=== fetch_unit_flat ===
### The metal 3 layer, fetch_unit_flat

The bar under the picture is 20 µm long.
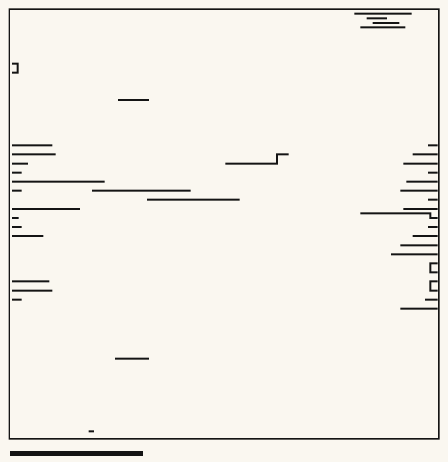
### Wiring by layer, fetch_unit_flat

The bar under the picture is 20 µm long.
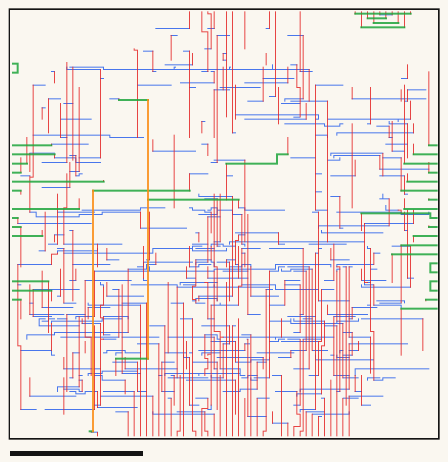
[src/rtl/fetch_pkg.sv]
// Shared definitions for the instruction fetch sequencer.
//   state_t : fetch FSM encoding (IDLE/REQ/HOLD/SETTLE, 2 bits)
//   PC_INC  : increment applied to the PC on every sequential fetch
package fetch_pkg;

    typedef enum logic [1:0] {
        IDLE   = 2'd0,
        REQ    = 2'd1,
        HOLD   = 2'd2,
        SETTLE = 2'd3
    } state_t;

    localparam int unsigned PC_INC = 1;

endpackage : fetch_pkg

[src/rtl/fetch_unit_if.sv]
// Bundle of the fetch sequencer's PC, instruction-memory and decode signals.
//   PC side     : pc_counter (to fetch), pc_data/pc_offset/pc_load (from fetch)
//   memory side : mem_req/mem_addr (from fetch), mem_ack/mem_rdata (to fetch)
//   execute     : branch_taken/branch_target (to fetch)
//   decode side : instr/instr_valid (from fetch), instr_ready (to fetch)
// master = fetch unit view, slave = environment view.
interface fetch_unit_if #(
    parameter int unsigned word_size = 16,
    parameter int unsigned mem_size  = 8
) ();

    logic [word_size-1:0] pc_counter;
    logic [word_size-1:0] pc_data;
    logic                 pc_offset;
    logic                 pc_load;

    logic                 mem_req;
    logic [mem_size-1:0]  mem_addr;
    logic                 mem_ack;
    logic [word_size-1:0] mem_rdata;

    logic                 branch_taken;
    logic [word_size-1:0] branch_target;

    logic [word_size-1:0] instr;
    logic                 instr_valid;
    logic                 instr_ready;

    modport master (
        input  pc_counter,
        output pc_data,
        output pc_offset,
        output pc_load,
        output mem_req,
        output mem_addr,
        input  mem_ack,
        input  mem_rdata,
        input  branch_taken,
        input  branch_target,
        output instr,
        output instr_valid,
        input  instr_ready
    );

    modport slave (
        output pc_counter,
        input  pc_data,
        input  pc_offset,
        input  pc_load,
        input  mem_req,
        input  mem_addr,
        output mem_ack,
        output mem_rdata,
        output branch_taken,
        output branch_target,
        input  instr,
        input  instr_valid,
        output instr_ready
    );

endinterface : fetch_unit_if

[src/rtl/fetch_unit.sv]
// Instruction fetch sequencer.
// Drives the PC (increment / branch load), fetches the word at the current PC
// over a req/ack handshake and hands it to decode over valid/ready.
// Ports:
//   clk : rising-edge clock
//   rst : asynchronous active-low reset
//   bus : fetch_unit_if.master (PC, instruction memory, branch, decode)
// All outputs are registered except mem_addr, which follows pc_counter.
module fetch_unit
    import fetch_pkg::*;
#(
    parameter int unsigned word_size = 16,
    parameter int unsigned mem_size  = 8
) (
    input  logic          clk,
    input  logic          rst,
    fetch_unit_if.master  bus
);

    state_t               state_q,       state_d;
    logic [word_size-1:0] pc_data_q,     pc_data_d;
    logic [word_size-1:0] instr_q,       instr_d;
    logic                 instr_valid_q, instr_valid_d;
    logic                 pc_offset_q,   pc_offset_d;
    logic                 pc_load_q,     pc_load_d;
    logic                 mem_req_q,     mem_req_d;

    // Only the low PC bits address instruction memory.
    logic unused_pc_hi;
    assign unused_pc_hi = ^bus.pc_counter[word_size-1:mem_size];

    // Next-state and next-output logic; branch redirect overrides everything.
    always_comb begin
        state_d       = state_q;
        pc_data_d     = pc_data_q;
        instr_d       = instr_q;
        instr_valid_d = instr_valid_q;
        mem_req_d     = mem_req_q;
        pc_offset_d   = 1'b0;
        pc_load_d     = 1'b0;

        if (bus.branch_taken) begin
            // Any same-cycle ack is dropped: its data is never captured.
            state_d       = SETTLE;
            pc_data_d     = bus.branch_target;
            pc_load_d     = 1'b1;
            instr_valid_d = 1'b0;
            mem_req_d     = 1'b0;
        end else begin
            case (state_q)
                IDLE: begin
                    state_d   = REQ;
                    mem_req_d = 1'b1;
                end
                REQ: begin
                    if (bus.mem_ack) begin
                        state_d       = HOLD;
                        instr_d       = bus.mem_rdata;
                        instr_valid_d = 1'b1;
                        pc_data_d     = word_size'(PC_INC);
                        pc_offset_d   = 1'b1;
                        mem_req_d     = 1'b0;
                    end else begin
                        mem_req_d = 1'b1;
                    end
                end
                HOLD: begin
                    if (bus.instr_ready) begin
                        state_d       = REQ;
                        instr_valid_d = 1'b0;
                        mem_req_d     = 1'b1;
                    end
                end
                SETTLE: begin
                    // First SETTLE cycle carries the load strobe; the PC holds
                    // the target only after it, so request one cycle later.
                    if (!pc_load_q) begin
                        state_d   = REQ;
                        mem_req_d = 1'b1;
                    end
                end
                default: begin
                    state_d   = IDLE;
                    mem_req_d = 1'b0;
                end
            endcase
        end
    end

    // State and output registers.
    always_ff @(posedge clk or negedge rst) begin
        if (!rst) begin
            state_q       <= IDLE;
            pc_data_q     <= '0;
            instr_q       <= '0;
            instr_valid_q <= 1'b0;
            pc_offset_q   <= 1'b0;
            pc_load_q     <= 1'b0;
            mem_req_q     <= 1'b0;
        end else begin
            state_q       <= state_d;
            pc_data_q     <= pc_data_d;
            instr_q       <= instr_d;
            instr_valid_q <= instr_valid_d;
            pc_offset_q   <= pc_offset_d;
            pc_load_q     <= pc_load_d;
            mem_req_q     <= mem_req_d;
        end
    end

    assign bus.pc_data     = pc_data_q;
    assign bus.pc_offset   = pc_offset_q;
    assign bus.pc_load     = pc_load_q;
    assign bus.mem_req     = mem_req_q;
    assign bus.mem_addr    = bus.pc_counter[mem_size-1:0];
    assign bus.instr       = instr_q;
    assign bus.instr_valid = instr_valid_q;

endmodule : fetch_unit

[src/flat_wrapper.sv]
// flat-port wrapper written by rule: the top's interface ports become plain ports
module fetch_unit_flat import fetch_pkg::*;
#(
    parameter int unsigned word_size = 16,
    parameter int unsigned mem_size  = 8
)
  (clk, rst, bus_pc_counter, bus_pc_data, bus_pc_offset, bus_pc_load, bus_mem_req, bus_mem_addr, bus_mem_ack, bus_mem_rdata, bus_branch_taken, bus_branch_target, bus_instr, bus_instr_valid, bus_instr_ready);
  fetch_unit_if #(.word_size(word_size), .mem_size(mem_size)) bus_i ();
  input  logic clk;
  input  logic rst;
  input wire logic [$bits(bus_i.pc_counter)-1:0] bus_pc_counter;
  output wire logic [$bits(bus_i.pc_data)-1:0] bus_pc_data;
  output wire logic [$bits(bus_i.pc_offset)-1:0] bus_pc_offset;
  output wire logic [$bits(bus_i.pc_load)-1:0] bus_pc_load;
  output wire logic [$bits(bus_i.mem_req)-1:0] bus_mem_req;
  output wire logic [$bits(bus_i.mem_addr)-1:0] bus_mem_addr;
  input wire logic [$bits(bus_i.mem_ack)-1:0] bus_mem_ack;
  input wire logic [$bits(bus_i.mem_rdata)-1:0] bus_mem_rdata;
  input wire logic [$bits(bus_i.branch_taken)-1:0] bus_branch_taken;
  input wire logic [$bits(bus_i.branch_target)-1:0] bus_branch_target;
  output wire logic [$bits(bus_i.instr)-1:0] bus_instr;
  output wire logic [$bits(bus_i.instr_valid)-1:0] bus_instr_valid;
  input wire logic [$bits(bus_i.instr_ready)-1:0] bus_instr_ready;
  assign bus_i.pc_counter = bus_pc_counter;
  assign bus_pc_data = bus_i.pc_data;
  assign bus_pc_offset = bus_i.pc_offset;
  assign bus_pc_load = bus_i.pc_load;
  assign bus_mem_req = bus_i.mem_req;
  assign bus_mem_addr = bus_i.mem_addr;
  assign bus_i.mem_ack = bus_mem_ack;
  assign bus_i.mem_rdata = bus_mem_rdata;
  assign bus_i.branch_taken = bus_branch_taken;
  assign bus_i.branch_target = bus_branch_target;
  assign bus_instr = bus_i.instr;
  assign bus_instr_valid = bus_i.instr_valid;
  assign bus_i.instr_ready = bus_instr_ready;
  fetch_unit #(.word_size(word_size), .mem_size(mem_size)) u_core (.clk(clk), .rst(rst), .bus(bus_i));
endmodule
[config.mk]
export PLATFORM = sky130hd
export DESIGN_NAME = fetch_unit_flat
export DESIGN_NICKNAME = d
export VERILOG_FILES = /design/src/rtl/fetch_pkg.sv /design/src/rtl/fetch_unit_if.sv /design/src/rtl/fetch_unit.sv /design/src/flat_wrapper.sv
export SDC_FILE = /design/constraint.sdc
export NUM_CORES = 1
export LEC_CHECK = 0
export CAP_MARGIN = 10
export CORE_UTILIZATION = 39
export CTS_CLUSTER_DIAMETER = 30
export DETAILED_ROUTE_END_ITERATION = 6
export PLACE_DENSITY = 0.85
export SLEW_MARGIN = 0
export SYNTH_ARGS = -nofsm -noshare
export SYNTH_HDL_FRONTEND = slang
export SYNTH_SLANG_ARGS = --single-unit
[constraint.sdc]
create_clock -name clk -period 3.1 [get_ports clk]
set_input_delay 0.465 -clock clk [delete_from_list [all_inputs] [get_ports clk]]
set_output_delay 0.465 -clock clk [all_outputs]
set_load 0.05 [all_outputs]
==> results.toml <==
# implementation run metrics
[run_status]
status = "finished, final reports clean"

[yosys]
netlist_instances = 100
synth_nets = 153
yosysUniqueCellTypes = 22
synth_area_per_cell_um2 = 15.06
ys_cells = 100
synth-seq-cells = 38
netlist_area_mm2 = 0.001506

[critical_path]
cp_slowest_cell = "clkdlybuf4s50_1"
arrival_ns = 1.48
cp_slowest_stage_delay_ns = 0.82
cp_cell_sequence = "clkdlybuf4s50_1"
crit_buf_inv = 1
path_class = "register to output pin"
cp.depth = 1

[final_timing]
finalClockPeriodUsage_pct = 62.71
setup_slack_ns = 1.156
max_freq_mhz = 514.4
fin_setup_tns_ns = 0
slew_headroom_pct = 45.50
clock_skew_ns = 0.006465

[cells_and_area]
final_area_mm2 = 0.002290
fin_util_pct = 62.08
nNetsFinal = 221
seq_cells = 38
final-clk-cell-share_pct = 3.989
final_cell_mix = "clkdlybuf4s50_1 (71), dfrtp_1 (38), a22o_1 (15), mux2_2 (9), mux2_4 (8)"
comb_share_pct = 19.62
clock_buffers = 7
seq_area_um2 = 950.9

[pwr]
power_per_cell_area_mw_per_mm2 = 692.0
internal_power_mw = 1.004
sw_frac_of_total_pct = 36.63
p_leak_nw = 0.9828
seq_power_uw = 619
pg_comb_uw = 622

[run]
warning_count = 34

[global_routing]
grt.overflow.total = 0
grtUsageMet2_pct = 30.45
grt_use_total_pct = 18.16
met3_usage_pct = 5.179
grt_max_degree = 39
antenna_found_initial = 0
busiest_layer = "met2"

[drt]
routedWlPerCell_um = 15.40
post-route-drc-count = 0

[floorplan]
die_w_um = 64.15
dieArea_mm2 = 0.004115
num_rows = 22

[placed_design]
place_area_mm2 = 0.002198
dp_cells = 209

[cts]
clkLatencyLatePin_ns = 0.28

[min_path]
min_path_type = "input port to async pin"
Notes on 'The metal 3 layer' of fetch_unit_flat above:
share of all routed wire = 5.9%
longest straight run = 14.5 µm
wire length on this layer = 198 µm

Notes on 'Wiring by layer' of fetch_unit_flat above:
M4 -> orange  # wire length 74.8 µm
M2 -> red  # wire length 1,730 µm
M1 -> blue  # wire length 1,340 µm
M3 -> green  # wire length 198 µm

[synth_stat cells (all sizes together)]
| cell type | instances | area [µm²] |
|---|---|---|
| dfrtp | 38 | 950.9 |
| nor2b | 3 | 21.27 |
| nor3b | 1 | 12.51 |
| mux2 | 17 | 221.5 |
| o21ai | 2 | 10.00 |
| and2 | 1 | 6.260 |
| nor2 | 1 | 3.750 |
| nand2 | 3 | 11.26 |
| a22o | 15 | 131.4 |
| a21oi | 3 | 18.77 |
| buf | 13 | 105.1 |
| inv | 2 | 7.500 |
| a31oi | 1 | 6.260 |
[registers in the layout (all words and copies together) (netlist names)]
name and count:
u_core.bus.mem_req 1, u_core.bus.instr_valid 1, u_core.bus.pc_data 16, u_core.bus.pc_offset 1, u_core.state_q 2, u_core.bus.pc_load 1
u_core.bus.instr 16
[cells by family after synthesis]
kind of cell / count (synthesis) / share of synthesized area (%)
buf+inv: 15 / 7.475
simple gates: 9 / 3.654
compound gates: 21 / 11.05
flops: 38 / 63.12
mux: 17 / 14.70
[layer usage]
layer	part of all wire [%]	vias to the layer above	wire, µm
met2	52	44	1727
met5	0	-	0
met4	2.2	0	74
met1	40	532	1340
li1	-	483	-
met3	5.9	5	198

=== seg7_bcd_reader ===
### Wiring by layer, seg7_bcd_reader

The bar under the picture is 20 µm long.
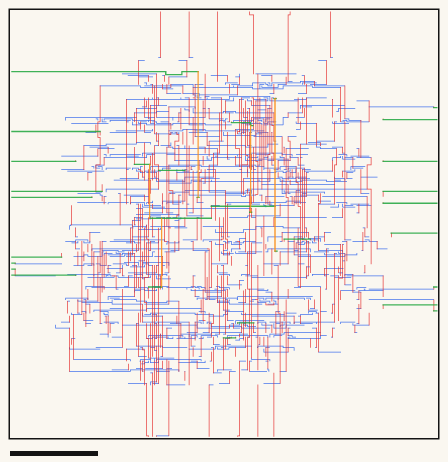
### Ports around the boundary, seg7_bcd_reader

The bar under the picture is 20 µm long. Pins as bars across the die edge, other pins in grey.
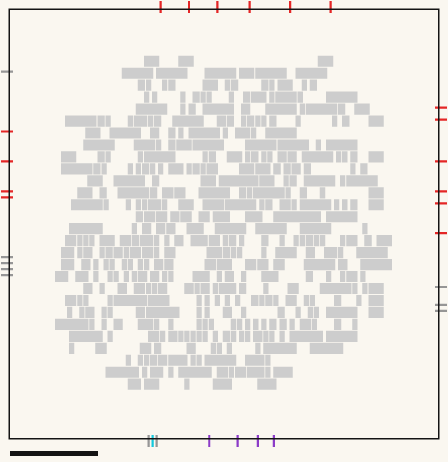
### config.mk
export PLATFORM = sky130hd
export DESIGN_NAME = seg7_bcd_reader
export DESIGN_NICKNAME = d
export VERILOG_FILES = /design/src/rtl/seg7_pkg.sv /design/src/rtl/seg7_pattern_decode.sv /design/src/rtl/seg7_bcd_reader.sv
export SDC_FILE = /design/constraint.sdc
export NUM_CORES = 1
export LEC_CHECK = 0
export ABC_AREA = 1
export CORE_MARGIN = 10
export CORE_UTILIZATION = 40
export DETAILED_ROUTE_END_ITERATION = 8
export SLEW_MARGIN = 20
export SYNTH_ARGS = -nofsm -noshare
export SYNTH_HDL_FRONTEND = slang
export SYNTH_SLANG_ARGS = --single-unit
### constraint.sdc
create_clock -name clk -period 1.6 [get_ports clk]
set_input_delay 0.16 -clock clk [delete_from_list [all_inputs] [get_ports clk]]
set_output_delay 0.16 -clock clk [all_outputs]
set_load 0.02 [all_outputs]
### src/rtl/seg7_pkg.sv
// Shared constants for the 7-segment reader: segment patterns {a,b,c,d,e,f,g},
// the invalid-digit code and the frame FSM states.
package seg7_pkg;

    localparam logic [6:0] SEG_0 = 7'b1111110;
    localparam logic [6:0] SEG_1 = 7'b0110000;
    localparam logic [6:0] SEG_2 = 7'b1101101;
    localparam logic [6:0] SEG_3 = 7'b1111001;
    localparam logic [6:0] SEG_4 = 7'b0110011;
    localparam logic [6:0] SEG_5 = 7'b1011011;
    localparam logic [6:0] SEG_6 = 7'b1011111;
    localparam logic [6:0] SEG_7 = 7'b1110000;
    localparam logic [6:0] SEG_8 = 7'b1111111;
    localparam logic [6:0] SEG_9 = 7'b1111011;

    localparam logic [3:0] BCD_INVALID = 4'hF;

    typedef enum logic {
        COLLECT = 1'b0,
        OFFER   = 1'b1
    } state_e;

endpackage

### src/rtl/seg7_pattern_decode.sv
// Combinational 7-segment pattern to BCD decoder; unknown patterns (blank
// included) flag invalid and return BCD_INVALID.
module seg7_pattern_decode
    import seg7_pkg::*;
(
    input  logic [6:0] pat_i,
    output logic [3:0] bcd_o,
    output logic       invalid_o
);

    always_comb begin
        bcd_o     = BCD_INVALID;
        invalid_o = 1'b0;
        case (pat_i)
            SEG_0:   bcd_o = 4'd0;
            SEG_1:   bcd_o = 4'd1;
            SEG_2:   bcd_o = 4'd2;
            SEG_3:   bcd_o = 4'd3;
            SEG_4:   bcd_o = 4'd4;
            SEG_5:   bcd_o = 4'd5;
            SEG_6:   bcd_o = 4'd6;
            SEG_7:   bcd_o = 4'd7;
            SEG_8:   bcd_o = 4'd8;
            SEG_9:   bcd_o = 4'd9;
            default: invalid_o = 1'b1;
        endcase
    end

endmodule

### src/rtl/seg7_bcd_reader.sv
// Multiplexed 7-segment bus reader: debounces each digit strobe, decodes it back to
// BCD and offers whole frames on valid/ready. SEG7_ERR_EN adds the err output.
module seg7_bcd_reader
    import seg7_pkg::*;
#(
    parameter int DIGITS        = 4,
    parameter int STABLE_CYCLES = 4
)
(
    input  logic                  clk,
    input  logic                  rst,
    input  logic                  a,
    input  logic                  b,
    input  logic                  c,
    input  logic                  d,
    input  logic                  e,
    input  logic                  f,
    input  logic                  g,
    input  logic [DIGITS-1:0]     dig_sel,
    output logic [4*DIGITS-1:0]   bcd_out,
    output logic                  out_valid,
    input  logic                  out_ready
`ifdef SEG7_ERR_EN
    ,
    output logic                  err
`endif
);

    localparam int CW = $clog2(STABLE_CYCLES);
    localparam logic [CW-1:0] CNT_MAX = CW'(STABLE_CYCLES - 1);

    logic [6:0]          pat_in;
    logic [6+DIGITS:0]   samp_in;
    logic [6+DIGITS:0]   samp_q;
    logic [CW-1:0]       cnt_q, cnt_d;
    logic                sel_ok;
    logic                accept;
    logic                pattern_ok;
    logic [3:0]          dec_bcd;
    logic                dec_invalid;
    logic [4*DIGITS-1:0] slots_q;
    logic [DIGITS-1:0]   captured_q, captured_d;
    logic                frame_done;
    state_e              state_q;
    logic [4*DIGITS-1:0] bcd_out_q;
    logic                out_valid_q;

    assign pat_in  = {a, b, c, d, e, f, g};
    assign samp_in = {pat_in, dig_sel};
    assign sel_ok  = (dig_sel != '0) && ((dig_sel & (dig_sel - DIGITS'(1))) == '0);

    seg7_pattern_decode u_decode (
        .pat_i     (pat_in),
        .bcd_o     (dec_bcd),
        .invalid_o (dec_invalid)
    );

`ifdef SEG7_ERR_EN
    assign pattern_ok = 1'b1;
`else
    assign pattern_ok = !dec_invalid;
`endif

    // Counter saturates at CNT_MAX so a long dwell is accepted exactly once.
    always_comb begin
        cnt_d = '0;
        if (sel_ok && (samp_in == samp_q)) begin
            cnt_d = (cnt_q == CNT_MAX) ? cnt_q : cnt_q + CW'(1);
        end
    end

    assign accept     = sel_ok && pattern_ok && (cnt_d == CNT_MAX) && (cnt_q != CNT_MAX);
    assign frame_done = (state_q == COLLECT) && (&captured_q);

    // A capture landing on the copy cycle belongs to the next frame, so it wins over the clear.
    always_comb begin
        captured_d = captured_q;
        if (frame_done) captured_d = '0;
        if (accept) captured_d = captured_d | dig_sel;
    end

`ifdef SEG7_ERR_EN
    logic [DIGITS-1:0] inv_q;
    logic              err_q;
`endif

    always_ff @(posedge clk) begin
        if (rst) begin
            samp_q     <= '0;
            cnt_q      <= '0;
            captured_q <= '0;
            slots_q    <= '0;
`ifdef SEG7_ERR_EN
            inv_q      <= '0;
`endif
        end else begin
            samp_q     <= samp_in;
            cnt_q      <= cnt_d;
            captured_q <= captured_d;
            for (int i = 0; i < DIGITS; i++) begin
                if (accept && dig_sel[i]) begin
                    slots_q[4*i +: 4] <= dec_bcd;
`ifdef SEG7_ERR_EN
                    inv_q[i]          <= dec_invalid;
`endif
                end
            end
        end
    end

    always_ff @(posedge clk) begin
        if (rst) begin
            state_q     <= COLLECT;
            bcd_out_q   <= '0;
            out_valid_q <= 1'b0;
`ifdef SEG7_ERR_EN
            err_q       <= 1'b0;
`endif
        end else begin
            case (state_q)
                COLLECT: begin
                    if (&captured_q) begin
                        bcd_out_q   <= slots_q;
                        out_valid_q <= 1'b1;
                        state_q     <= OFFER;
`ifdef SEG7_ERR_EN
                        err_q       <= |inv_q;
`endif
                    end
                end
                OFFER: begin
                    if (out_ready) begin
                        out_valid_q <= 1'b0;
                        state_q     <= COLLECT;
                    end
                end
                default: state_q <= COLLECT;
            endcase
        end
    end

    assign bcd_out   = bcd_out_q;
    assign out_valid = out_valid_q;
`ifdef SEG7_ERR_EN
    assign err       = err_q;
`endif

endmodule

==> results.toml <==
# implementation run metrics
[critical_path]
r2r-end = "slots_q[6]"
crit_fanout = 8
end_kind = "register"
cp-start-kind = "register"
r2r_start = "samp_q[10]"
critical_path.startpoint = "samp_q[10]"
path_class = "register to register"
endpoint = "slots_q[6]"

[final_timing]
max_freq_mhz = 661.5
min_period_ns = 1.512
hold_viol_final = 0
clock_skew_ns = 0.007512
finalClockPeriodUsage_pct = 94.48
hold_slack_ns = 0.1256

[yosys]
yosysMostFrequentCell = "nor2_1"
ys_seq_share_pct = 42.68
top_cells_by_area = "dfxtp_1 (43%), nor2_1 (13%), nand2_1 (13%), a21oi_1 (5.6%), nand3_1 (4.6%)"
synth_top_flop_cell = "dfxtp_1"
synth-seq-cells = 51
synth_nets = 370

[cts]
cts.sinks = 51
clock_path_buffers = 2
cts_tree = "built"
clk_pin_slew_ns = 0.10
ctsHoldBuffers = 0
cts_setup_buffers = 1

[pwr]
internal_power_mw = 1.865
power_frac_comb_pct = 10.9
seq_power_mw = 1.29
maxPowerGroup = "sequential cells"
clock_power_share_pct = 37.1
p_switching_uw = 626.2
vdd_ir_drop_max_v = 0.0005175

[cells_and_area]
seq_cells = 51
clock_buffers = 5
final_area_mm2 = 0.003251
instances_no_fill = 488
area_growth_pct = 35.88
final-clk-cell-share_pct = 3.464
nMultiInputCombCells = 259
dominant_cells = "logic gates"
comb_share_pct = 39.15
n_fill_cell = 584
nNetsFinal = 426
num-nonclk-buffers = 65

[run_status]
status = "finished, final reports clean"

[global_routing]
grt_max_degree = 34
grtUsageMet2_pct = 17.75
antenna_found_initial = 0
grt.overflow.total = 0

[drt]
viasPerCell = 4.691
wl_met2_um = 2489
ant_nets = 0
m1WireLength_um = 2749
drt_iter0_drc = 86

[floorplan]
num_rows = 28
io_pins = 31

[placed_design]
place_area_mm2 = 0.002929
globalplace.congestion = 0.8740

[run]
cap_violations = 0

[min_path]
hold_depth = 3
hp-start = "dig_sel[1]"
Notes on 'Wiring by layer' of seg7_bcd_reader above:
M4 -> orange  # wire length 111 µm
M2 -> red  # wire length 2,490 µm
M1 -> blue  # wire length 2,750 µm
M3 -> green  # wire length 277 µm
GRT Total Usage: 11.29%
Vias: 2,289
Routed WL per cell: 11.53 µm
WL final: 5627 µm

Notes on 'Ports around the boundary' of seg7_bcd_reader above:
dig_sel -> purple  # pins 4, direction input, edge south
b -> cyan  # pins 1, direction input, edge south
bcd_out -> red  # pins 16, direction output, edge 6 east, 6 north, 4 west
Die Wd: 97.34 µm
Die Height: 97.34 µm
I/O Buffers: 30

## sequential cells by signal (all words and copies together) (netlist names)
name and cells:
bcd_out 16, captured_q 4, cnt_q 2, out_valid 1, samp_q 11, slots_q 16
state_q 1
## stage by stage
| step | util (%) | worst slack [ns] |
|---|---|---|
| 2_1_floorplan | - | 0.2391 |
| 3_3_place_gp | 50.06 | -0.3658 |
| 6_report | 55.56 | 0.08837 |
| 3_5_place_dp | 50.06 | -0.3977 |
| 5_1_grt | 55.56 | -0.02437 |
| 4_1_cts | 52.25 | 0.01134 |
## critical path, cell delays in order (launching register included)
cell and delay [ns]:
dfxtp_2 0.33, inv_1 0.04, nand2_2 0.06, nand2_2 0.06, nor2_1 0.09, nand2_1 0.07, nor2_2 0.14, nand3_2 0.11
nor2_4 0.17, clkbuf_16 0.18, nand3_2 0.05, nand2_1 0.07, nor2_2 0.04
## kinds of logic (layout without fill, tap and decap cells)
family	after synthesis	after routing	synth area share, %
AND/OR/NAND/NOR	213	213	38.81
buffers and inverters	46	103	8.891
AND-OR/OR-AND	46	46	9.623
flip-flops	51	51	42.68

=== instruction_fetch ===
### Cells by drive strength, instruction_fetch

The bar under the picture is 20 µm long.
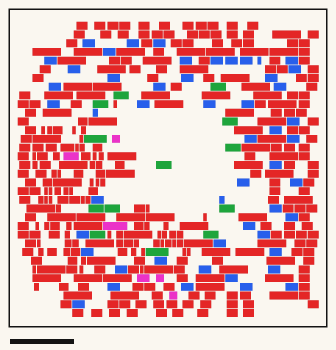
### Wiring by layer, instruction_fetch

The bar under the picture is 20 µm long.
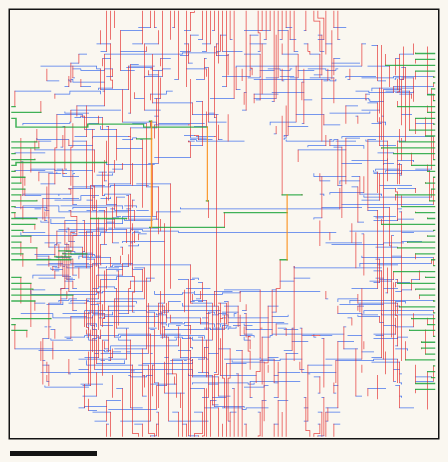
### Placed standard cells, instruction_fetch

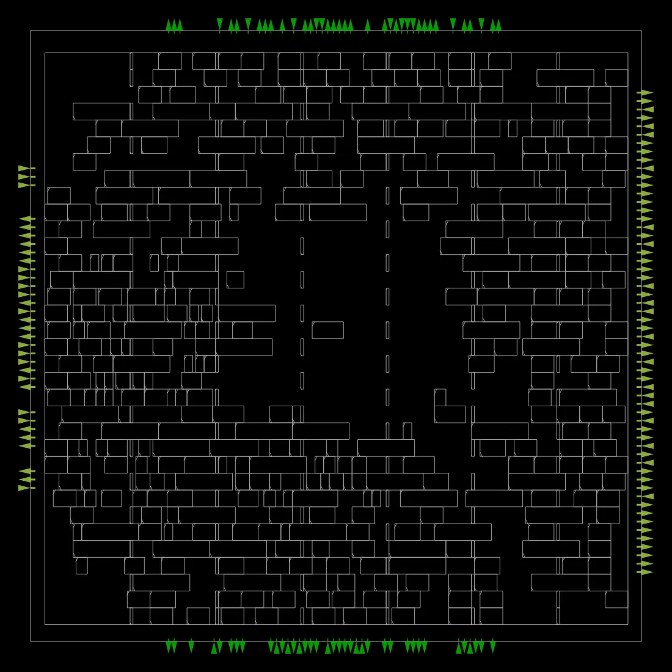
[config.mk]
export PLATFORM = sky130hd
export DESIGN_NAME = instruction_fetch
export DESIGN_NICKNAME = d
export VERILOG_FILES = /design/src/rtl/instruction_fetch.sv
export SDC_FILE = /design/constraint.sdc
export NUM_CORES = 1
export LEC_CHECK = 0
export CORE_MARGIN = 2
export CORE_UTILIZATION = 35
export DETAILED_ROUTE_END_ITERATION = 8
export PLACE_DENSITY = 0.73
export SLEW_MARGIN = 20
export SYNTH_ARGS = -nofsm -noshare
export SYNTH_HDL_FRONTEND = slang
export SYNTH_SLANG_ARGS = --single-unit
[constraint.sdc]
create_clock -name clk -period 2.3 [get_ports clk]
set_input_delay 0.46 -clock clk [delete_from_list [all_inputs] [get_ports clk]]
set_output_delay 0.46 -clock clk [all_outputs]
set_load 0.005 [all_outputs]
[src/rtl/instruction_fetch.sv]
// instruction_fetch: PC, instruction register and field split with valid/ready hand-off; FETCH_COUNT_EN adds fetch_count.
module instruction_fetch #(
    parameter int ADDR_W   = 16,
    parameter int DATA_W   = 32,
    parameter int RESET_PC = 0
) (
    input  logic              clk,
    input  logic              rst,
    output logic [ADDR_W-1:0] inst_address,
    input  logic [DATA_W-1:0] read_data,
    input  logic              fetch_en,
    output logic              ir_valid,
    input  logic              ir_ready,
    input  logic              branch_taken,
    input  logic [ADDR_W-1:0] branch_target,
    output logic [ADDR_W-1:0] pc,
    output logic [ADDR_W-1:0] ir_pc,
    output logic [DATA_W-1:0] ir,
    output logic [2:0]        opcode,
    output logic [3:0]        rs,
    output logic [3:0]        rt,
    output logic [3:0]        rd,
    output logic [15:0]       imm
`ifdef FETCH_COUNT_EN
    ,
    output logic [31:0]       fetch_count
`endif
);
    typedef enum logic [1:0] {IDLE, FETCH, HOLD} state_t;
    state_t            state, state_nxt;
    logic [ADDR_W-1:0] pc_nxt, ir_pc_nxt;
    logic [DATA_W-1:0] ir_nxt;
    logic              valid_nxt, do_fetch;
    always_comb begin
        state_nxt = state;
        pc_nxt    = pc;
        ir_pc_nxt = ir_pc;
        ir_nxt    = ir;
        valid_nxt = ir_valid;
        do_fetch  = 1'b0;
        unique case (state)
            IDLE: state_nxt = fetch_en ? FETCH : IDLE;
            FETCH: begin
                // a redirect in FETCH squashes this word; the target is fetched next cycle
                if (!branch_taken) begin
                    do_fetch  = 1'b1;
                    ir_nxt    = read_data;
                    ir_pc_nxt = pc;
                    pc_nxt    = pc + ADDR_W'(1);
                    valid_nxt = 1'b1;
                    state_nxt = HOLD;
                end
            end
            HOLD: begin
                if (ir_ready || branch_taken) begin
                    valid_nxt = 1'b0;
                    state_nxt = fetch_en ? FETCH : IDLE;
                end
            end
            default: state_nxt = IDLE;
        endcase
        if (branch_taken) pc_nxt = branch_target;
    end
    always_ff @(posedge clk or posedge rst) begin
        if (rst) begin
            state    <= IDLE;
            pc       <= ADDR_W'(RESET_PC);
            ir_pc    <= '0;
            ir       <= '0;
            ir_valid <= 1'b0;
        end else begin
            state    <= state_nxt;
            pc       <= pc_nxt;
            ir_pc    <= ir_pc_nxt;
            ir       <= ir_nxt;
            ir_valid <= valid_nxt;
        end
    end
`ifdef FETCH_COUNT_EN
    always_ff @(posedge clk or posedge rst) begin
        if (rst) fetch_count <= '0;
        else if (do_fetch) fetch_count <= fetch_count + 32'd1;
    end
`endif
    assign inst_address = pc;
    assign opcode       = ir[31:29];
    assign rs           = ir[27:24];
    assign rt           = ir[23:20];
    assign rd           = ir[15:12];
    assign imm          = ir[15:0];
endmodule
==> results.toml <==
# implementation run metrics
[run_status]
status = "finished, final reports clean"

[cts]
cts_setup_buffers = 0
cts.repair.resized = 0
ctsHoldBuffers = 0
clk_pin_slew_ns = 0.07

[placed_design]
hpwl_um = 5438
globalplace.congestion = 0.7386

[cells_and_area]
seq_cells = 67
logic_area_mm2 = 0.001059
buffer_area_share_pct = 35.81
drive_above_1_share_pct = 18.09
largest_reg_flops = 32

[critical_path]
critPathTopFamily = "buffers and inverters"
r2r_cells = 4
cp_cell_sequence = "clkdlybuf4s50_1"
endpoint = "inst_address[6]"

[pwr]
internal_power_mw = 4.017
pg_comb_mw = 2.63
maxPowerGroup = "combinational logic"
vdd_ir_drop_max_v = 0.0005720

[yosys]
ys_top_logic_family = "multiplexers"
synth_top_area_share_pct = 53.32
synth_area_per_cell_um2 = 12.14
top_cells_by_area = "dfrtp_1 (53%), mux2_2 (17%), buf_4 (12%), xor2_1 (3.1%), o21ai_0 (2.9%)"
largest_area_cell = "dfrtp_1"
synthXorXnorAreaFrac_pct = 3.621

[floorplan]
die_w_um = 98.78
num_rows = 34

[drt]
drt_iter0_drc = 64
viasPerCell = 4.685

[global_routing]
met1_usage_pct = 18.82

[final_timing]
finalClockPeriodUsage_pct = 83.33
hold_viol_final = 0
setup_viol = 0
hold_slack_ns = 0.4839
Notes on 'Cells by drive strength' of instruction_fetch above:
x2 -> blue  # cells 51, share 13%, most used mux2_2
x6 and larger -> green  # cells 13, share 3.4%, most used clkbuf_8
x3 and x4 -> magenta  # cells 6, share 1.6%, most used buf_4
x1 and smaller -> red  # cells 317, share 82%, most used clkdlybuf4s50_1
Non-Clock Buffer Count: 169
fin area: 0.004758 mm²

Notes on 'Wiring by layer' of instruction_fetch above:
M4 -> orange  # wire length 56.4 µm
M2 -> red  # wire length 3,590 µm
M1 -> blue  # wire length 3,090 µm
M3 -> green  # wire length 484 µm

Notes on 'Placed standard cells' of instruction_fetch above:
# Taps: 108
Seq/total area: 35.24%
Core Area: 0.008721 mm²

==> layout by cell type (no fill, tap or decap), drive strengths merged, types with 2 or more instances in the layout <==
cell           netlist  final
a21oi                2      2
a31oi                2      2
and4                 2      2
and4b                2      2
buf                 53      5
clkbuf               4     14
clkdlybuf4s50        0    164
clkinv               0      2
dfrtp               67     67
inv                  3      3
mux2                48     48
nand2               22     22
nand3                3      3
nand4                6      6
nor2                 4      4
o21ai               18     18
or3                  3      3
xnor2                2      2
xor2                11     11
==> through the flow <==
stage               setup WS (ns)  instance area, µm²  total power [mW]  utilization [%]
floorplan                  0.1568                3144             3.315                -
finish                     0.3834                4758             5.554            54.56
global route               0.3151                4758             5.936            54.56
CTS                        0.3657                4758             5.662            54.56
global placement           0.4975                4586             4.702            52.58
detailed placement         0.4541                4586             4.773            52.58
==> worst register-to-register path: cells and delay by family, from the launching register on <==
family / cells / cell delay, ns
AOI/OAI and AO/OA: 1 / 0.16
and+or+nand+nor: 3 / 0.99
DFF: 1 / 0.49
==> per-layer routing <==
layer / up-vias / share of wire, %
li1: 1081 / -
met1: 1123 / 43
met2: 107 / 50
met3: 8 / 6.7
met4: 0 / 0.78
met5: - / 0

=== moving_avg_window_flat ===
### The metal 3 layer, moving_avg_window_flat

The bar under the picture is 50 µm long.
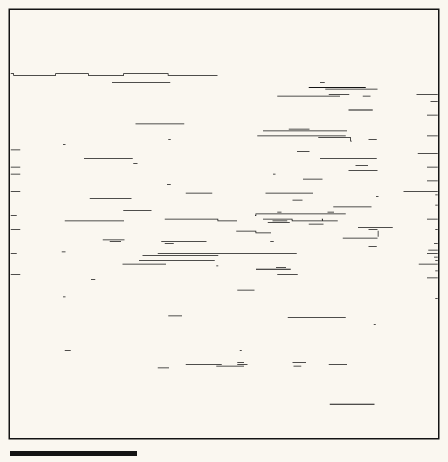
### Cells by drive strength, moving_avg_window_flat

The bar under the picture is 50 µm long.
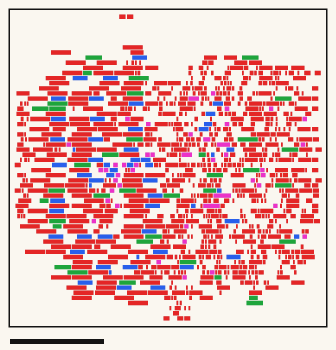
### Signal wires on met4, moving_avg_window_flat

Supply wires on this layer in grey. Cells faint in the background.
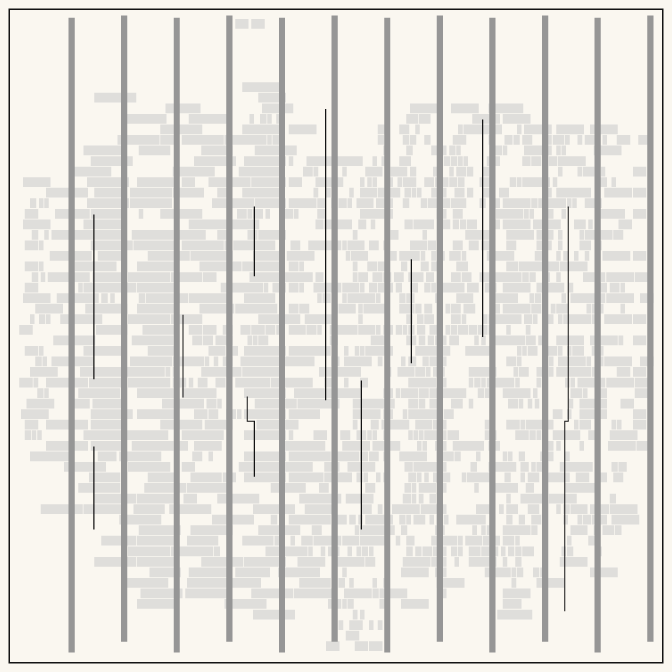
===== config.mk =====
export PLATFORM = sky130hd
export DESIGN_NAME = moving_avg_window_flat
export DESIGN_NICKNAME = d
export VERILOG_FILES = /design/src/rtl/moving_avg_window_if.sv /design/src/rtl/moving_avg_window.sv /design/src/flat_wrapper.sv
export SDC_FILE = /design/constraint.sdc
export NUM_CORES = 1
export LEC_CHECK = 0
export CAP_MARGIN = 20
export CORE_MARGIN = 2
export CORE_UTILIZATION = 40
export DETAILED_ROUTE_END_ITERATION = 8
export PLACE_DENSITY = 0.63
export SYNTH_ARGS = -nofsm -noshare
export SYNTH_HDL_FRONTEND = slang
export SYNTH_SLANG_ARGS = --single-unit

===== constraint.sdc =====
create_clock -name clk -period 3.72 [get_ports clk]
set_input_delay 0.744 -clock clk [delete_from_list [all_inputs] [get_ports clk]]
set_output_delay 0.744 -clock clk [all_outputs]
set_load 0.05 [all_outputs]

===== src/rtl/moving_avg_window_if.sv =====
// ----------------------------------------------------------------------------
// moving_avg_window_if
//
// Sample/result bundle between a sample producer and the moving-average
// window.
//
//   sample_ready : strobe, sample is valid this cycle     (producer -> averager)
//   sample       : unsigned sample                        (producer -> averager)
//   avg          : registered window average              (averager -> consumer)
//   avg_valid    : one-cycle pulse when avg updates       (averager -> consumer)
//   busy         : averager is not idle                   (averager -> producer)
//   overrun      : pulse, a strobe was dropped last cycle (averager -> producer)
//
// Modports: master = producer/consumer side, slave = averager side.
// ----------------------------------------------------------------------------
interface moving_avg_window_if #(
    parameter int DATA_WIDTH = 16
);
    logic                  sample_ready;
    logic [DATA_WIDTH-1:0] sample;
    logic [DATA_WIDTH-1:0] avg;
    logic                  avg_valid;
    logic                  busy;
    logic                  overrun;

    modport master (
        output sample_ready,
        output sample,
        input  avg,
        input  avg_valid,
        input  busy,
        input  overrun
    );

    modport slave (
        input  sample_ready,
        input  sample,
        output avg,
        output avg_valid,
        output busy,
        output overrun
    );
endinterface


===== src/rtl/moving_avg_window.sv =====
// ----------------------------------------------------------------------------
// moving_avg_window
//
// Sliding-window averager over the last 2^LOG2_DEPTH unsigned samples. A
// circular buffer plus running sum give the window total; while the window
// is filling the total is divided by the true sample count with a sequential
// restoring divider (one quotient bit per cycle), once full by a shift.
//
// Ports:
//   clk  : clock, rising edge
//   rst  : synchronous, active-high reset
//   bus  : moving_avg_window_if.slave (sample_ready, sample in;
//          avg, avg_valid, busy, overrun out)
//
// Parameters:
//   DATA_WIDTH : sample / average width
//   LOG2_DEPTH : window depth is 2^LOG2_DEPTH samples (>= 1)
//
// Build option:
//   MOVING_AVG_ROUND_EN : when defined, round half up instead of truncating.
// ----------------------------------------------------------------------------
module moving_avg_window #(
    parameter int DATA_WIDTH = 16,
    parameter int LOG2_DEPTH = 3
) (
    input  logic              clk,
    input  logic              rst,
    moving_avg_window_if.slave bus
);
    localparam int SUM_W  = DATA_WIDTH + LOG2_DEPTH;
    localparam int DEPTH  = 1 << LOG2_DEPTH;
    localparam int ITER_W = $clog2(SUM_W + 1);
    localparam logic [LOG2_DEPTH:0] FULL = {1'b1, {LOG2_DEPTH{1'b0}}};

    typedef enum logic [1:0] {IDLE, UPDATE, SHIFT, DIVIDE} state_t;

    state_t state, state_next;

    logic [DATA_WIDTH-1:0] buffer [DEPTH];
    logic [SUM_W-1:0]      sum;
    logic [LOG2_DEPTH:0]   count;
    logic [LOG2_DEPTH-1:0] wr_ptr;
    logic [DATA_WIDTH-1:0] s_lat;
    logic [DATA_WIDTH-1:0] oldest;

    // Divider: dq holds the not-yet-consumed dividend bits in its top and
    // the quotient bits collected so far in its bottom.
    logic [SUM_W-1:0]      dq;
    logic [LOG2_DEPTH:0]   rem;
    logic [ITER_W-1:0]     div_cnt;

    logic [DATA_WIDTH-1:0] avg_q;
    logic                  avg_valid_q;
    logic                  overrun_q;

    // Combinational helpers
    logic [LOG2_DEPTH:0]   count_inc;
    logic [SUM_W-1:0]      sum_next;
    logic [SUM_W-1:0]      dividend;
    logic [SUM_W-1:0]      sum_shift;
    logic [LOG2_DEPTH+1:0] trial;
    logic                  trial_ge;
    logic [LOG2_DEPTH:0]   rem_next;
    logic [SUM_W-1:0]      dq_next;
    logic                  div_last;

    assign count_inc = (count == FULL) ? count : count + (LOG2_DEPTH + 1)'(1);
    // The oldest entry only leaves the sum once the window is already full.
    assign sum_next  = sum + SUM_W'(s_lat) - ((count == FULL) ? SUM_W'(oldest) : '0);

`ifdef MOVING_AVG_ROUND_EN
    // Adding half the divisor gives round-half-up; the sum headroom from
    // SUM_W covers the extra term.
    assign dividend  = sum_next + SUM_W'(count_inc >> 1);
    assign sum_shift = sum + SUM_W'(DEPTH / 2);
`else
    assign dividend  = sum_next;
    assign sum_shift = sum;
`endif

    assign trial    = {rem, dq[SUM_W-1]};
    assign trial_ge = trial >= {1'b0, count};
    assign rem_next = trial_ge ? (LOG2_DEPTH + 1)'(trial - {1'b0, count})
                               : trial[LOG2_DEPTH:0];
    assign dq_next  = {dq[SUM_W-2:0], trial_ge};
    assign div_last = (div_cnt == ITER_W'(SUM_W - 1));

    // ---------------- FSM: state register ----------------
    // NOTE: sequential state is written with non-blocking (<=) so every
    // register samples the pre-edge values of the others.
    always_ff @(posedge clk) begin
        if (rst) state <= IDLE;
        else     state <= state_next;
    end

    // ---------------- FSM: next state ----------------
    // NOTE: state_next takes a default before the case so no path leaves it
    // unassigned and no latch is inferred.
    always_comb begin
        state_next = state;
        unique case (state)
            IDLE:    if (bus.sample_ready) state_next = UPDATE;
            UPDATE:  state_next = (count_inc == FULL) ? SHIFT : DIVIDE;
            SHIFT:   state_next = IDLE;
            DIVIDE:  if (div_last) state_next = IDLE;
            default: state_next = IDLE;
        endcase
    end

    // ---------------- FSM: outputs ----------------
    always_comb begin
        bus.busy = (state != IDLE);
    end

    assign bus.avg       = avg_q;
    assign bus.avg_valid = avg_valid_q;
    assign bus.overrun   = overrun_q;

    // ---------------- Datapath ----------------
    always_ff @(posedge clk) begin
        if (rst) begin
            sum         <= '0;
            count       <= '0;
            wr_ptr      <= '0;
            s_lat       <= '0;
            oldest      <= '0;
            dq          <= '0;
            rem         <= '0;
            div_cnt     <= '0;
            avg_q       <= '0;
            avg_valid_q <= 1'b0;
            overrun_q   <= 1'b0;
        end else begin
            avg_valid_q <= 1'b0;
            overrun_q   <= bus.sample_ready && (state != IDLE);
            unique case (state)
                IDLE: begin
                    if (bus.sample_ready) begin
                        s_lat  <= bus.sample;
                        oldest <= buffer[wr_ptr];
                    end
                end
                UPDATE: begin
                    sum     <= sum_next;
                    count   <= count_inc;
                    wr_ptr  <= wr_ptr + LOG2_DEPTH'(1);
                    dq      <= dividend;
                    rem     <= '0;
                    div_cnt <= '0;
                end
                SHIFT: begin
                    avg_q       <= DATA_WIDTH'(sum_shift >> LOG2_DEPTH);
                    avg_valid_q <= 1'b1;
                end
                DIVIDE: begin
                    dq      <= dq_next;
                    rem     <= rem_next;
                    div_cnt <= div_cnt + ITER_W'(1);
                    if (div_last) begin
                        avg_q       <= DATA_WIDTH'(dq_next);
                        avg_valid_q <= 1'b1;
                    end
                end
                default: ;
            endcase
        end
    end

    // NOTE: the sample buffer has no reset; entries are only read once count
    // shows they were written since the last reset.
    always_ff @(posedge clk) begin
        if (!rst && state == UPDATE) buffer[wr_ptr] <= s_lat;
    end
endmodule

===== src/flat_wrapper.sv =====
// flat-port wrapper written by rule: the top's interface ports become plain ports
module moving_avg_window_flat 
#(
    parameter int DATA_WIDTH = 16,
    parameter int LOG2_DEPTH = 3
)
  (clk, rst, bus_sample_ready, bus_sample, bus_avg, bus_avg_valid, bus_busy, bus_overrun);
  moving_avg_window_if #(.DATA_WIDTH(DATA_WIDTH)) bus_i ();
  input  logic clk;
  input  logic rst;
  input wire logic [$bits(bus_i.sample_ready)-1:0] bus_sample_ready;
  input wire logic [$bits(bus_i.sample)-1:0] bus_sample;
  output wire logic [$bits(bus_i.avg)-1:0] bus_avg;
  output wire logic [$bits(bus_i.avg_valid)-1:0] bus_avg_valid;
  output wire logic [$bits(bus_i.busy)-1:0] bus_busy;
  output wire logic [$bits(bus_i.overrun)-1:0] bus_overrun;
  assign bus_i.sample_ready = bus_sample_ready;
  assign bus_i.sample = bus_sample;
  assign bus_avg = bus_i.avg;
  assign bus_avg_valid = bus_i.avg_valid;
  assign bus_busy = bus_i.busy;
  assign bus_overrun = bus_i.overrun;
  moving_avg_window #(.DATA_WIDTH(DATA_WIDTH), .LOG2_DEPTH(LOG2_DEPTH)) u_core (.clk(clk), .rst(rst), .bus(bus_i));
endmodule

==> results.toml <==
# implementation run metrics
[critical_path]
r2r_start = "u_core.count[1]"
critical_path.startpoint = "u_core.count[1]"
crit_required_ns = 4.17
cp-start-kind = "register"
path_class = "register to register"
end_kind = "register"

[cells_and_area]
final-clk-cell-share_pct = 6.903
largest_reg_flops = 128
comb_share_pct = 34.79
logic_area_mm2 = 0.004389
top_regs = "u_core.buffer (128), u_core.dq (19), u_core.sum (19)"
seq_cells = 234
dominant_cells = "flip-flops and latches"
final_area_mm2 = 0.01262
fin_util_pct = 47.21
seq_area_mm2 = 0.005968

[drt]
wl_um = 23090
wl_met3_um = 1040
top_layer = "met4"
wl_met2_um = 10540

[yosys]
ys_seq_share_pct = 55.35
synth_area_per_cell_um2 = 11.44
netlist_instances = 942
edf_count = 128
ys_cells = 942
synth_top_flop_cell = "edfxtp_1"
ys_warn_count = 0

[floorplan]
core-area_mm2 = 0.02673
num_rows = 60
io_pins = 38

[pwr]
sw_frac_of_total_pct = 32.50
internal_power_mw = 5.650

[final_timing]
clock_skew_ns = 0.009301
fin_setup_tns_ns = 0
hold_viol_final = 0
setup_viol = 0
max_freq_mhz = 283.7

[min_path]
hold_depth = 2
worst_hold_path.endpoint = "u_core.sum[0]"

[global_routing]
grt_max_degree = 78

[cts]
root_buffer = "clkbuf_16"
clock_path_buffers = 3

[run_status]
status = "finished, final reports clean"

[placed_design]
place_area_mm2 = 0.01166
Notes on 'The metal 3 layer' of moving_avg_window_flat above:
main direction = horizontal
longest straight run = 54.3 µm

Notes on 'Cells by drive strength' of moving_avg_window_flat above:
x1 and smaller -> red  # cells 875, share 87%, most used edfxtp_1
x6 and larger -> green  # cells 36, share 3.6%, most used clkbuf_16
x3 and x4 -> magenta  # cells 44, share 4.4%, most used buf_4
x2 -> blue  # cells 55, share 5.4%, most used mux4_2

Notes on 'Signal wires on met4' of moving_avg_window_flat above:
longest straight run = 74.8 µm
main direction = vertical
wire length on this layer = 424 µm

-- timing repair --
action                                  in CTS  in global routing
buffers inserted                             0                  3
endpoints found under the setup margin       0                 18
gates resized                                0                 12
-- worst max-delay path, cell delays in order, from the launching register on --
cell,delay (ns)
dfxtp_2,0.35
inv_1,0.09
ha_1,0.18
nand2_1,0.09
nor2_1,0.06
buf_6,0.15
and2_1,0.17
fa_1,0.48
inv_1,0.04
ha_1,0.34
a21oi_4,0.20
o221ai_2,0.16
a2111o_1,0.44
o221a_1,0.29
a211o_1,0.29
o211ai_1,0.09
-- power by group through the flow --
stage	clock network (mW)	registers [mW]	logic (mW)
finish	2.61	3.14	2.62
global route	2.78	3.17	2.92
CTS	2.67	3.14	2.48
detailed placement	0	3.19	2.46
global placement	0	3.19	2.43
floorplan	0	3.14	1.89
-- cell families after synthesis --
| family | count (synthesis) | share of synthesized area (%) |
|---|---|---|
| simple gates | 282 | 12.03 |
| flops | 234 | 55.35 |
| compound gates | 181 | 11.56 |
| buf+inv | 132 | 4.806 |
| mux | 52 | 8.544 |
| fa+ha+maj | 45 | 6.408 |
| xor+xnor | 16 | 1.300 |

=== pipelined_add_sub ===
<file path="src/rtl/pipelined_add_sub.sv">
// pipelined_add_sub: WIDTH-bit add/subtract split into STAGES carry-chain
// segments with valid/ready handshakes and a global stall.
module pipelined_add_sub #(
  parameter int WIDTH  = 8,
  parameter int STAGES = 2
) (
  input  logic             clk,
  input  logic             rst,
  input  logic             in_valid,
  output logic             in_ready,
  input  logic [WIDTH-1:0] a,
  input  logic [WIDTH-1:0] b,
  input  logic             carry_in,
  input  logic             sub,
  output logic             out_valid,
  input  logic             out_ready,
  output logic [WIDTH-1:0] sum,
  output logic             carry_out,
  output logic             overflow
);

  localparam int CHUNK = WIDTH / STAGES;
  localparam int MSB   = WIDTH - 1;

  logic adv;

  logic [STAGES-1:0]            v_q;
  logic [STAGES-1:0]            c_q;
  logic [STAGES-1:0][WIDTH-1:0] a_q;
  logic [STAGES-1:0][WIDTH-1:0] b_q;
  logic [STAGES-1:0][WIDTH-1:0] s_q;

  logic [STAGES-1:0]            v_s;
  logic [STAGES-1:0]            c_s;
  logic [STAGES-1:0][WIDTH-1:0] a_s;
  logic [STAGES-1:0][WIDTH-1:0] b_s;
  logic [STAGES-1:0][WIDTH-1:0] s_s;

  assign adv      = out_ready | ~out_valid;
  assign in_ready = adv;

  // stage 0 takes the operands straight from the ports
  assign v_s[0] = in_valid;
  assign a_s[0] = a;
  assign b_s[0] = sub ? ~b : b;
  assign c_s[0] = sub | carry_in;
  assign s_s[0] = '0;

  genvar k;
  generate
    for (k = 1; k < STAGES; k++) begin : g_src
      assign v_s[k] = v_q[k-1];
      assign a_s[k] = a_q[k-1];
      assign b_s[k] = b_q[k-1];
      assign c_s[k] = c_q[k-1];
      assign s_s[k] = s_q[k-1];
    end

    for (k = 0; k < STAGES; k++) begin : g_st
      logic [CHUNK:0]   r;
      logic [WIDTH-1:0] s_n;

      // resolve this stage's chunk and merge it into the partial sum
      always_comb begin
        r = {1'b0, a_s[k][k*CHUNK +: CHUNK]}
          + {1'b0, b_s[k][k*CHUNK +: CHUNK]}
          + {{CHUNK{1'b0}}, c_s[k]};
        s_n = s_s[k];
        s_n[k*CHUNK +: CHUNK] = r[CHUNK-1:0];
      end

      // stage register: shifts on adv, data loaded only for valid beats
      always_ff @(posedge clk or posedge rst) begin
        if (rst) begin
          v_q[k] <= 1'b0;
          c_q[k] <= 1'b0;
          a_q[k] <= '0;
          b_q[k] <= '0;
          s_q[k] <= '0;
        end else if (adv) begin
          v_q[k] <= v_s[k];
          if (v_s[k]) begin
            c_q[k] <= r[CHUNK];
            a_q[k] <= a_s[k];
            b_q[k] <= b_s[k];
            s_q[k] <= s_n;
          end
        end
      end
    end
  endgenerate

  assign out_valid = v_q[STAGES-1];
  assign sum       = s_q[STAGES-1];
  assign carry_out = c_q[STAGES-1];
  assign overflow  = (a_q[STAGES-1][MSB] == b_q[STAGES-1][MSB])
                   & (s_q[STAGES-1][MSB] != a_q[STAGES-1][MSB]);

endmodule

</file>
<file path="config.mk">
export PLATFORM = sky130hd
export DESIGN_NAME = pipelined_add_sub
export DESIGN_NICKNAME = d
export VERILOG_FILES = /design/src/rtl/pipelined_add_sub.sv
export SDC_FILE = /design/constraint.sdc
export NUM_CORES = 1
export LEC_CHECK = 0
export CAP_MARGIN = 30
export CORE_MARGIN = 1.5
export CORE_UTILIZATION = 39
export DETAILED_ROUTE_END_ITERATION = 7
export PLACE_DENSITY = 0.68
export SLEW_MARGIN = 30
export SYNTH_ARGS = -nofsm -noshare
export SYNTH_HDL_FRONTEND = slang
export SYNTH_SLANG_ARGS = --single-unit
</file>
<file path="constraint.sdc">
create_clock -name clk -period 4.4 [get_ports clk]
set_clock_uncertainty 0.2 [all_clocks]
set_input_delay 1.1 -clock clk [delete_from_list [all_inputs] [get_ports clk]]
set_output_delay 1.1 -clock clk [all_outputs]
set_load 0.02 [all_outputs]
</file>
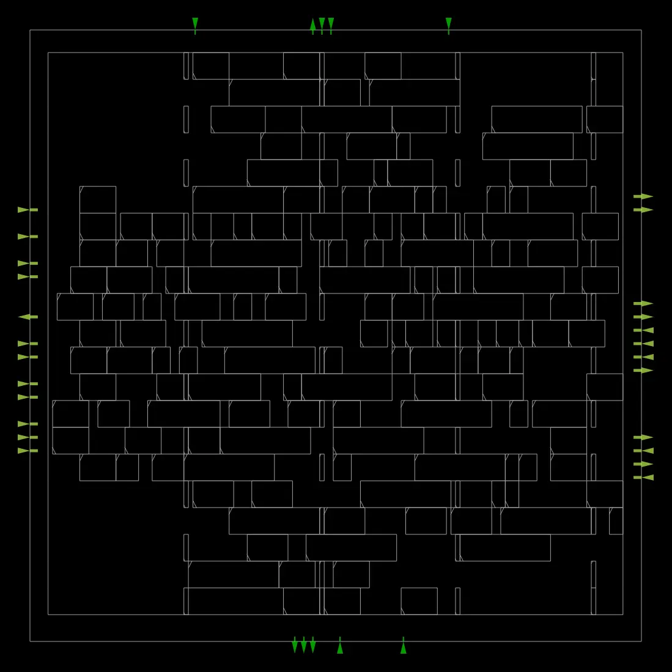
*Placed standard cells, pipelined_add_sub*
Seq/total area: 36.52%
# Taps: 46
flop count: 26
Core Util, Final: 53.39%
# fillers: 320

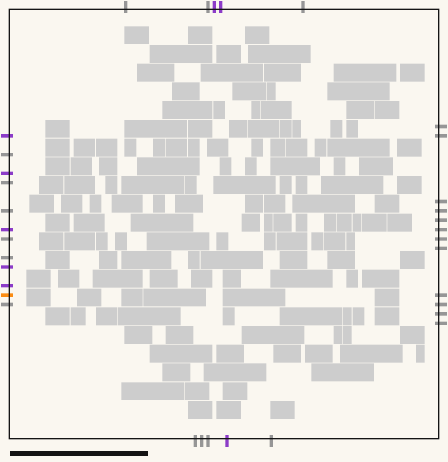
*Ports around the boundary, pipelined_add_sub*
The bar under the picture is 20 µm long. Pins as bars across the die edge, other pins in grey.
carry_in -> orange  # pins 1, direction input, edge west
b -> purple  # pins 8, direction input, edge 5 west, 2 north, 1 south
Die Height: 62.14 µm
I/O Buffers: 33
Die Wd: 62.14 µm

## power breakdown
group          switching (mW)  internal (mW)  total, mW
registers              0.0454          0.315      0.360
logic                   0.171          0.191      0.362
clock network          0.0671         0.0505      0.118
total                   0.283          0.557      0.840
## sequential cells by signal (all words and copies together), names as in the netlist
register   count
carry_out      1
a_q            5
b_q            5
g_st.s_n       4
c_q            1
out_valid      1
sum            8
v_q            1
## metal layers
layer / track usage (%) / wire length (µm) / vias up
met2: 24.73 / 1271 / 28
li1: - / - / 464
met5: 0 / 0 / -
met3: 2.536 / 133 / 2
met1: 17.22 / 1100 / 458
met4: 4.167 / 8 / 0
## worst min-delay path by stage
stage	start	end	slack (ns)	cells past startpoint
floorplan	g_st[1].s_n[2]	sum[2]	0.27	1
global placement	g_st[1].s_n[3]	sum[3]	0.28	1
detailed placement	sum[0]	sum[0]	0.29	1
CTS	sum[0]	sum[0]	0.32	1
global route	g_st[1].s_n[3]	sum[3]	0.34	1
finish	sum[0]	sum[0]	0.32	1
## cells by family (layout without fill, tap and decap cells)
kind of cell	count (synthesis)	count (layout)
compound gates	30	30
xor+xnor	10	10
fa+ha+maj	10	10
buf+inv	10	45
flops	26	26
mux	13	13
simple gates	15	15
==> results.toml <==
# implementation run metrics
[critical_path]
r2r-end = "sum[5]"
endpoint = "in_ready"
crit_buf_inv = 3
critPathTopFamily = "buffers and inverters"
cp.depth = 4
cp-start-kind = "input port"
crit_required_ns = 3.10
r2r_start = "c_q[0]"
r2r_cells = 4
cp_slowest_cell = "clkdlybuf4s50_1"

[cells_and_area]
nNetsFinal = 182
inv_count = 7
final_cell_mix = "clkdlybuf4s50_1 (33), dfrtp_1 (26), o21ai_0 (18), mux2_2 (11)"
area_growth_pct = 30.64
comb_share_pct = 37.08
final_common_cell = "clkdlybuf4s50_1"
buffer_area_share_pct = 19.38
instances_no_fill = 195
nMultiInputCombCells = 78
logic_area_um2 = 660.6

[run]
warning_count = 26

[yosys]
simple_gate_area_share_pct = 7.064
largest_area_cell = "dfrtp_1"
synth_top_flop_cell = "dfrtp_1"
synth_area_per_cell_um2 = 11.96
synth_nets = 146
yosysUniqueCellTypes = 29
ys_cells = 114
ys_seq_share_pct = 47.71
edf_count = 0
top_cells_by_area = "dfrtp_1 (48%), mux2_2 (9.1%), o21ai_0 (6.6%), fa_1 (5.9%), ha_1 (5.5%)"
yosysMostFrequentCell = "dfrtp_1"
netlist_area_mm2 = 0.001364

[final_timing]
slew_headroom_pct = 68.49
hold_viol_final = 0
finalClockPeriodUsage_pct = 85.86
setup_slack_ns = 0.6223

[global_routing]
grt_max_degree = 18
grt_use_total_pct = 13.90

[drt]
viasPerCell = 4.882

[cts]
cts.sinks = 26
cts_buffers = 3
clock_path_buffers = 2

[floorplan]
io_pins = 34

[pwr]
vdd_ir_drop_max_v = 0.0001563
power_per_cell_area_mw_per_mm2 = 471.4
p_leak_nw = 0.7695

[run_status]
status = "finished, final reports clean"

[placed_design]
dp_cells = 191


==> gallery <==
Placed standard cells.
Plate I
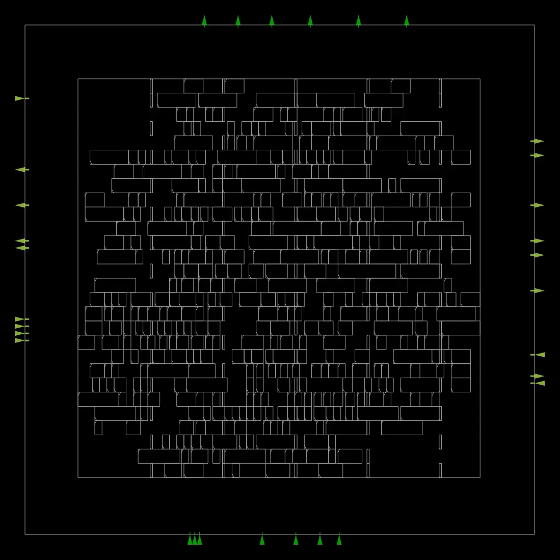
Plate II
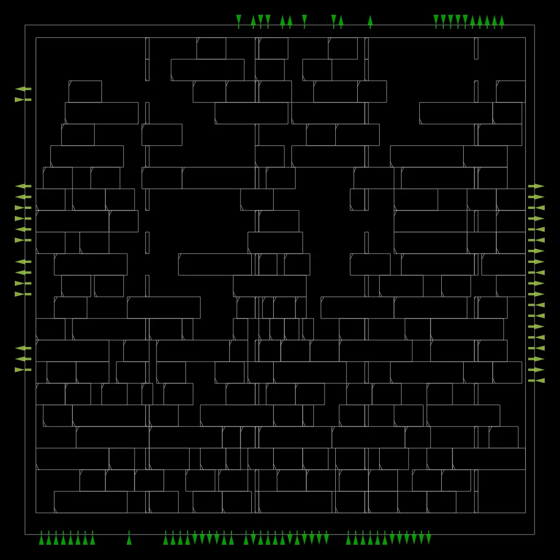
Plate III
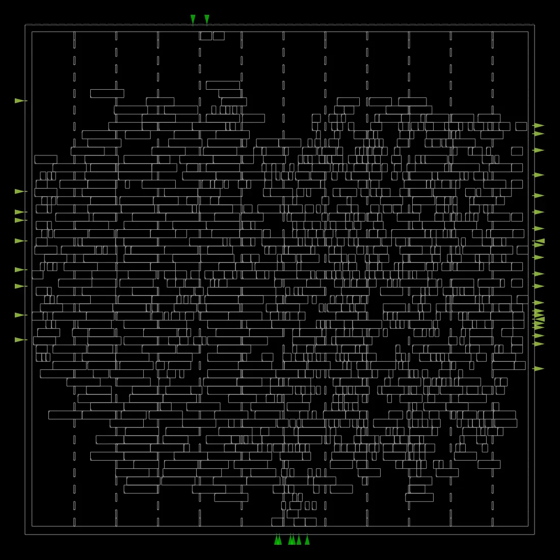
Plate III comes from moving_avg_window_flat.
Plate II comes from fetch_unit_flat.
Plate I comes from seg7_bcd_reader.
Of these, fewest cells: Plate II
Of these, most cells: Plate III

Power and IR drop assume default switching activity.
